# design 1

Figure 1. Cell placement (design 1).
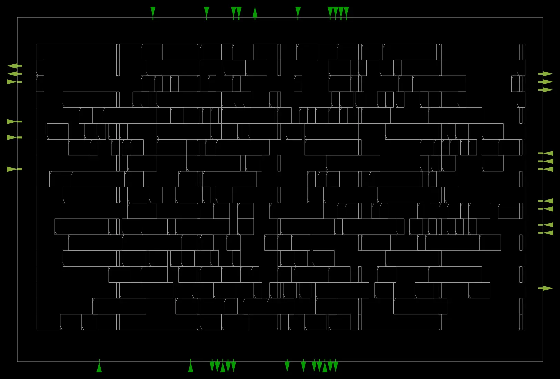

$ cat src/rtl/fanout_collector.sv
// fanout_collector: captures a WIDTH-bit leaf frame and serialises it LSB first.
// Define FANOUT_COLLECTOR_CHECK_EN to build the per-group consistency checker.
module fanout_collector #(
  parameter int WIDTH  = 20,
  parameter int GROUPS = 4
) (
  input  logic              clk,
  input  logic              rst_n,
  input  logic [WIDTH-1:0]  in_vec,
  input  logic              in_valid,
  output logic              in_ready,
  output logic              out_bit,
  output logic              out_valid,
  input  logic              out_ready,
  output logic              out_last,
  output logic [7:0]        frame_cnt,
  output logic              mismatch,
  output logic [GROUPS-1:0] err_group
);
  localparam int IW = WIDTH > 1 ? $clog2(WIDTH) : 1;
  typedef enum logic {IDLE, SHIFT} state_e;
  state_e           state_q, state_d;
  logic [WIDTH-1:0] sr_q, sr_d;
  logic [IW-1:0]    idx_q, idx_d;
  logic [7:0]       cnt_q, cnt_d;
  logic             cap, xfer;
  assign cap  = in_valid && in_ready;
  assign xfer = out_valid && out_ready;
  always_ff @(posedge clk or negedge rst_n) begin
    if (!rst_n) state_q <= IDLE;
    else        state_q <= state_d;
  end
  always_comb begin
    state_d = state_q;
    if (state_q == IDLE) state_d = in_valid ? SHIFT : IDLE;
    else                 state_d = (xfer && out_last) ? IDLE : SHIFT;
  end
  always_comb begin
    in_ready  = state_q == IDLE;
    out_valid = state_q == SHIFT;
    out_last  = out_valid && idx_q == IW'(WIDTH - 1);
    out_bit   = sr_q[0];
  end
  always_comb begin
    sr_d  = cap ? in_vec : xfer ? sr_q >> 1 : sr_q;
    idx_d = cap ? '0 : xfer ? idx_q + 1'b1 : idx_q;
    cnt_d = (xfer && out_last) ? cnt_q + 8'd1 : cnt_q;
  end
  always_ff @(posedge clk or negedge rst_n) begin
    if (!rst_n) begin
      sr_q  <= '0;
      idx_q <= '0;
      cnt_q <= '0;
    end else begin
      sr_q  <= sr_d;
      idx_q <= idx_d;
      cnt_q <= cnt_d;
    end
  end
  assign frame_cnt = cnt_q;
`ifdef FANOUT_COLLECTOR_CHECK_EN
  localparam int GS = WIDTH / GROUPS;
  logic [GROUPS-1:0] err_q, err_d;
  // A group is consistent only when its leaves are all 0 or all 1.
  always_comb begin
    err_d = err_q;
    for (int g = 0; g < GROUPS; g++)
      if (cap) err_d[g] = !(&in_vec[g*GS +: GS] || ~|in_vec[g*GS +: GS]);
  end
  always_ff @(posedge clk or negedge rst_n) begin
    if (!rst_n) err_q <= '0;
    else        err_q <= err_d;
  end
  assign err_group = err_q;
  assign mismatch  = |err_q;
`else
  assign err_group = '0;
  assign mismatch  = 1'b0;
`endif
endmodule

$ cat config.mk
export PLATFORM = sky130hd
export DESIGN_NAME = fanout_collector
export DESIGN_NICKNAME = d
export VERILOG_FILES = /design/src/rtl/fanout_collector.sv
export SDC_FILE = /design/constraint.sdc
export NUM_CORES = 1
export LEC_CHECK = 0
export CAP_MARGIN = 20
export CORE_AREA = 3 3 87 56
export CTS_CLUSTER_SIZE = 24
export DETAILED_ROUTE_END_ITERATION = 8
export DIE_AREA = 0 0 90 59
export PLACE_DENSITY_LB_ADDON = 0.12
export SLEW_MARGIN = 0
export SYNTH_ARGS = -nofsm -noshare
export SYNTH_HDL_FRONTEND = slang
export SYNTH_SLANG_ARGS = --single-unit
$ cat constraint.sdc
create_clock -name clk -period 2.1 [get_ports clk]
set_input_delay 0.315 -clock clk [delete_from_list [all_inputs] [get_ports clk]]
set_output_delay 0.315 -clock clk [all_outputs]
set_load 0.05 [all_outputs]
# design 2

## src/rtl/parking_gate_arbiter_pkg.sv

```systemverilog
// ============================================================================
// parking_pkg : shared types and sizing constants for the parking gate arbiter
// Revision    : 1.0
// ============================================================================
`default_nettype none

package parking_pkg;

   localparam int N_SPOTS = 4;
   localparam int IDX_W   = 2;
   localparam int CNT_W   = 3;

   typedef enum logic [1:0] {
      IDLE       = 2'd0,
      ENTRY_OPEN = 2'd1,
      EXIT_OPEN  = 2'd2
   } gate_state_t;

   typedef enum logic {
      EXIT_FIRST  = 1'b0,
      ENTRY_FIRST = 1'b1
   } prio_t;

endpackage

`default_nettype wire

```

## src/rtl/parking_gate_arbiter_spot_allocator.sv

```systemverilog
// ============================================================================
// spot_allocator : lowest free spot, empty count and full flag from the bitmap
// Revision       : 1.0
// ============================================================================
`default_nettype none

module spot_allocator #(
   parameter int N_SPOTS = parking_pkg::N_SPOTS,
   parameter int IDX_W   = parking_pkg::IDX_W,
   parameter int CNT_W   = parking_pkg::CNT_W
) (
   input  logic [N_SPOTS-1:0] parked,
   output logic [IDX_W-1:0]   first_free,
   output logic [CNT_W-1:0]   empty,
   output logic               full
);
   import parking_pkg::*;

   logic [IDX_W-1:0] w_first_free;
   logic [CNT_W-1:0] w_empty;

   // Scan from the top down so the lowest free index is the last one written.
   always_comb begin
      w_first_free = '0;
      for (int i = N_SPOTS - 1; i >= 0; i--) begin
         if (!parked[i]) begin
            w_first_free = IDX_W'(i);
         end
      end
   end

   always_comb begin
      w_empty = '0;
      for (int i = 0; i < N_SPOTS; i++) begin
         if (!parked[i]) begin
            w_empty = w_empty + CNT_W'(1);
         end
      end
   end

   assign first_free = w_first_free;
   assign empty      = w_empty;
   assign full       = &parked;

endmodule

`default_nettype wire

```

## src/rtl/parking_gate_arbiter.sv

```systemverilog
// ============================================================================
// parking_gate_arbiter : shared barrier arbitration between entry and exit
// lanes with a registered spot-occupancy bitmap. Revision : 1.0
// ============================================================================
`default_nettype none

module parking_gate_arbiter #(
   parameter int N_SPOTS     = parking_pkg::N_SPOTS,
   parameter int GATE_CYCLES = 3,
   parameter int IDX_W       = parking_pkg::IDX_W,
   parameter int CNT_W       = parking_pkg::CNT_W
) (
   input  logic               clk,
   input  logic               rst,
   input  logic               entry_req,
   input  logic               exit_req,
   input  logic [IDX_W-1:0]   exit_spot,
   output logic               entry_grant,
   output logic               exit_grant,
   output logic [IDX_W-1:0]   assigned_spot,
   output logic               gate_open,
   output logic               entry_reject,
   output logic               exit_error,
   output logic [N_SPOTS-1:0] parked,
   output logic [CNT_W-1:0]   empty,
   output logic               full
);
   import parking_pkg::*;

   localparam int TMR_W = (GATE_CYCLES > 1) ? $clog2(GATE_CYCLES) : 1;
   localparam logic [TMR_W-1:0] c_tmr_load = TMR_W'(GATE_CYCLES - 1);

   generate
      if (GATE_CYCLES < 1 || IDX_W != $clog2(N_SPOTS) || CNT_W != $clog2(N_SPOTS + 1)) begin : g_bad_params
         $error("parking_gate_arbiter: inconsistent parameters");
      end
   endgenerate

   gate_state_t        r_state;
   prio_t              r_prio;
   logic [TMR_W-1:0]   r_timer;
   logic [N_SPOTS-1:0] r_parked;
   logic [IDX_W-1:0]   r_assigned_spot;
   logic               r_entry_grant;
   logic               r_exit_grant;
   logic               r_gate_open;
   logic               r_entry_reject;
   logic               r_exit_error;

   logic [IDX_W-1:0]   w_first_free;
   logic [CNT_W-1:0]   w_empty;
   logic               w_full;
   logic               w_exit_hit;
   logic               w_entry_valid;
   logic               w_exit_valid;
   logic               w_serve_exit;
   logic               w_serve_entry;

   spot_allocator #(
      .N_SPOTS (N_SPOTS),
      .IDX_W   (IDX_W),
      .CNT_W   (CNT_W)
   ) u_spot_allocator (
      .parked     (r_parked),
      .first_free (w_first_free),
      .empty      (w_empty),
      .full       (w_full)
   );

   assign w_exit_hit    = r_parked[exit_spot];
   assign w_entry_valid = entry_req & ~w_full;
   assign w_exit_valid  = exit_req & w_exit_hit;
   // On contention the priority flag picks the side; otherwise whichever is valid.
   assign w_serve_exit  = w_exit_valid & (~w_entry_valid | (r_prio == EXIT_FIRST));
   assign w_serve_entry = w_entry_valid & ~w_serve_exit;

   always_ff @(posedge clk) begin
      if (rst) begin
         r_state         <= IDLE;
         r_prio          <= EXIT_FIRST;
         r_timer         <= '0;
         r_parked        <= '0;
         r_assigned_spot <= '0;
         r_entry_grant   <= 1'b0;
         r_exit_grant    <= 1'b0;
         r_gate_open     <= 1'b0;
         r_entry_reject  <= 1'b0;
         r_exit_error    <= 1'b0;
      end else begin
         r_entry_grant  <= 1'b0;
         r_exit_grant   <= 1'b0;
         r_entry_reject <= 1'b0;
         r_exit_error   <= 1'b0;
         case (r_state)
            IDLE: begin
               // A full lot with a valid exit pending is not a reject: the exit
               // frees a spot and the entry simply retries.
               r_entry_reject <= entry_req & w_full & ~w_exit_valid;
               r_exit_error   <= exit_req & ~w_exit_hit;
               if (w_serve_entry) begin
                  r_state                <= ENTRY_OPEN;
                  r_entry_grant          <= 1'b1;
                  r_assigned_spot        <= w_first_free;
                  r_parked[w_first_free] <= 1'b1;
                  r_gate_open            <= 1'b1;
                  r_timer                <= c_tmr_load;
                  r_prio                 <= EXIT_FIRST;
               end else if (w_serve_exit) begin
                  r_state             <= EXIT_OPEN;
                  r_exit_grant        <= 1'b1;
                  r_parked[exit_spot] <= 1'b0;
                  r_gate_open         <= 1'b1;
                  r_timer             <= c_tmr_load;
                  r_prio              <= ENTRY_FIRST;
               end
            end
            ENTRY_OPEN, EXIT_OPEN: begin
               if (r_timer == '0) begin
                  r_state     <= IDLE;
                  r_gate_open <= 1'b0;
               end else begin
                  r_timer <= r_timer - TMR_W'(1);
               end
            end
            default: begin
               r_state     <= IDLE;
               r_gate_open <= 1'b0;
            end
         endcase
      end
   end

   assign entry_grant   = r_entry_grant;
   assign exit_grant    = r_exit_grant;
   assign assigned_spot = r_assigned_spot;
   assign gate_open     = r_gate_open;
   assign entry_reject  = r_entry_reject;
   assign exit_error    = r_exit_error;
   assign parked        = r_parked;
   assign empty         = w_empty;
   assign full          = w_full;

endmodule

`default_nettype wire

```

## config.mk

```make
export PLATFORM = sky130hd
export DESIGN_NAME = parking_gate_arbiter
export DESIGN_NICKNAME = d
export VERILOG_FILES = /design/src/rtl/parking_gate_arbiter_pkg.sv /design/src/rtl/parking_gate_arbiter_spot_allocator.sv /design/src/rtl/parking_gate_arbiter.sv
export SDC_FILE = /design/constraint.sdc
export NUM_CORES = 1
export LEC_CHECK = 0
export CORE_UTILIZATION = 50
export CTS_CLUSTER_SIZE = 28
export DETAILED_ROUTE_END_ITERATION = 12
export PLACE_DENSITY_LB_ADDON = 0.1
export RECOVER_POWER = 25
export SLEW_MARGIN = 20
export SYNTH_ARGS = -nofsm -noshare
export SYNTH_HDL_FRONTEND = slang
export SYNTH_HIERARCHICAL = 1
export SYNTH_SLANG_ARGS = --single-unit
```

## constraint.sdc

```tcl
create_clock -name clk -period 3.4 [get_ports clk]
set_clock_uncertainty 0.1 [all_clocks]
set_input_delay 0.68 -clock clk [delete_from_list [all_inputs] [get_ports clk]]
set_output_delay 0.68 -clock clk [all_outputs]
set_load 0.005 [all_outputs]
```

Figure 2. Cell area per tile (design 1).
The die is cut into 9 by 6 equal tiles; white is low, dark blue is high, 0 to 100% covered.
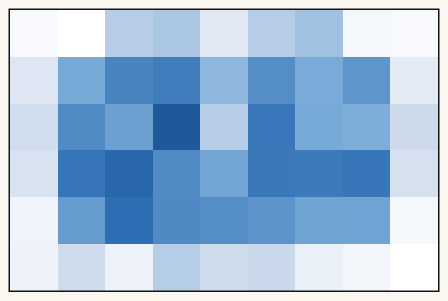
mean over tiles	39%
tiles over 75% full	3.7%
densest ninth of the die	center
emptiest ninth of the die	south-east
Core Util, Final: 52.38%
floorplan utilization: 39.56%

Notes on Figure 1 above:
n_taps: 60
cell row count: 18
Core Region: 4099 um^2
Layout Cells excl Fill: 269
Seq area share: 39.63%

==> results_dict.tcl, design 1 <==
# flow metrics
set metrics [dict create \
    post_cts_resized 0 \
    grt_max_degree 35 \
    powerComb_mw 0.539 \
    fin_crit_ps 1890 \
    met1_length_um 1797 \
    top_usage_layer "met2" \
    power_frac_seq_pct 47.1 \
    rrSetupSlack_ps 460 \
    gp_congestion 0.7409 \
    p_sw_share_pct 30.89 \
    topCellsByArea "dfrtp_1 (52%), nand2_1 (9.7%), a31oi_1 (6.9%), nor2_1 (4.9%), buf_4 (2.3%)" \
    comb_power_share_pct 25.0 \
    insertion_delay_ps 280 \
    status "completed" \
    htreeDepth 2 \
    syn_area_um2 1622 \
    internal-power_mw 1.489 \
    xor_share_pct 4.784 \
    switchingPower_mw 0.6656 \
    areaGrowthSynthToFinish_pct 32.41 \
    ant_nets 0 \
    numSynthFlops 34 \
    p_clk_share_pct 27.9 \
    power_density_nw_per_um2 1003 \
    met3_usage_pct 4.949 \
    avgSynthCellArea_um2 9.483 \
    p_total_mw 2.155 \
]
[design 1: worst max-delay path by stage]
stage | startpoint | endpoint | slack [ps] | cells after the start
floorplan | out_valid | out_last | 10 | 2
global placement | out_ready | frame_cnt[3] | 320 | 4
detailed placement | out_ready | frame_cnt[3] | 280 | 4
CTS | out_valid | in_ready | 30 | 2
global route | frame_cnt[3] | frame_cnt[3] | 160 | 1
finish | frame_cnt[3] | frame_cnt[3] | 210 | 1
[design 1: layout make-up]
class                      instances  area [um^2]  area share (%)
multi-input combinational        125        699.4           32.58
tap                               60        75.07           3.497
clock inverter                     1        30.03           1.399
inverter                           1        3.754          0.1748
clock buffer                       6        82.58           3.846
sequential                        34        850.8           39.63
timing repair buffer              42        405.4           18.88
[design 1: cell usage after synthesis (all sizes together)]
cell and number:
o21a 1, inv 1, and3 1, dfrtp 34, ha 2, nand3 5
o21ai 1, nor2b 1, mux2 1, nor4 2, xnor2 5, or4 1
nand4 6, a31oi 18, nand4bb 1, clkbuf 4, and2 1, and4bb 1
nand2b 1, buf 11, nor2 21, mux2i 2, a22oi 1, conb 1
nand2 42, a22o 2, and4 1, xor2 3
Figure 3. Cell sizes after repair (design 2).
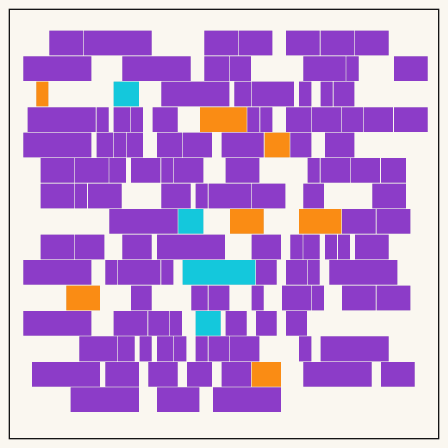
size	color	cells
drive 2	orange	7
drive 3 to 4	cyan	4
drive 1 or less	purple	117
Signal buffers: 20
Final WS setup: 288.5 ps
area delta synth->final: 25.69%
final instance area: 1200 um^2

Figure 4. Cell area per tile (design 2).
The die is cut into 9 by 9 equal tiles; white is low, dark blue is high, 0 to 100% covered.
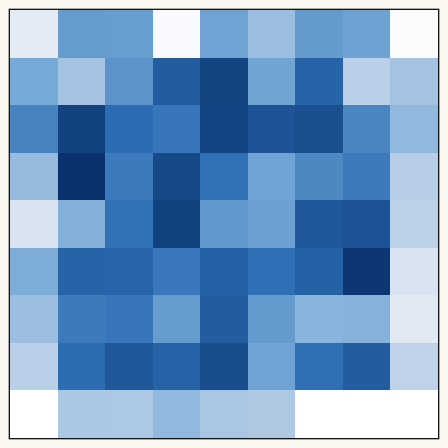
fullest tile	99%
nearly empty tiles	4.9%
mean over tiles	56%
Core Region: 1764 um^2
floorplan utilization: 54.11%

==> results_dict.tcl, design 2 <==
# flow metrics
set metrics [dict create \
    pre_cts_slack_ps 586.1 \
    async_reset_ff_share_pct 0 \
    post_route_cells_drive_above_1_share_pct 8.594 \
    ys_warn_count 6 \
    setup_tns_ps 0 \
    final_cell_mix "dfxtp_1 (16), clkdlybuf4s50_1 (14), inv_1 (11)" \
    utilization_pct 68.01 \
    rr_worst_depth 6 \
    min-delay-path-class "reg2reg" \
    flop_cell "dfxtp_1" \
    yosysTopAreaCellShare_pct 33.55 \
    yosys_area_um2 954.7 \
    fp.dieArea_um2 2088 \
    ys_seq_share_pct 33.55 \
    status "completed" \
]
-- design 2: final cells by class --
type,count,area [um^2],share of cell area [%]
Clock buffer,3,22.52,1.877
Inverter,12,45.04,3.754
Multi-Input combinational cell,77,580.6,48.38
Sequential cell,16,320.3,26.69
Tap cell,25,31.28,2.607
Timing Repair Buffer,20,200.2,16.68
-- design 2: cells by family after synthesis --
family	count (synthesis)	share of synthesized area [%]
AOI/OAI and AO/OA	30	25.56
xor gates and xnor gates	3	2.753
adders and majority gates	6	7.863
buffers and inverters	13	5.242
DFF	16	33.55
muxes	4	4.981
and+or+nand+nor	34	20.05
-- design 2: sequential cells by signal (all words and copies together), names as in the netlist --
name and flops:
r_prio 1, exit_grant 1, parked 4, assigned_spot 2, r_state 2, entry_reject 1
entry_grant 1, exit_error 1, gate_open 1, r_timer 2
-- design 2: layer usage --
metal,up-vias,GRT usage [%],share of wire [%]
met1,404,33.25,51
met5,-,0,0
met3,4,3.571,4.4
met4,0,10.59,1.5
li1,438,-,-
met2,21,30.57,43
-- design 2: tightest hold or removal path, delay by kind of cell (launching register included) --
family | cells | cell delay (ps)
AND/OR/NAND/NOR | 1 | 60
AND-OR/OR-AND | 1 | 60
flip-flops | 1 | 320


==> notes/layouts.md <==
Pictures saved along the way, in no particular order.

I/O pins on the die edge.
picture 1
Bar = 20 um. Pins as bars across the die edge, other pins in gray.
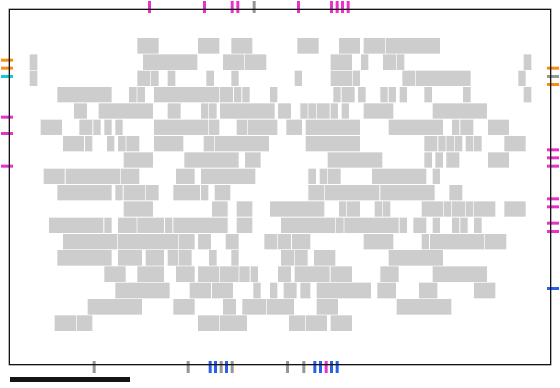
picture 2
Bar = 10 um. Pins as bars across the die edge, other pins in gray.
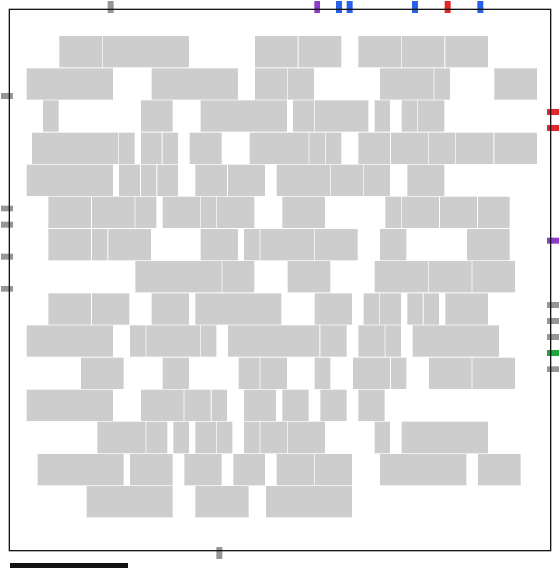
- picture 1 = design 1
- picture 2 = design 2

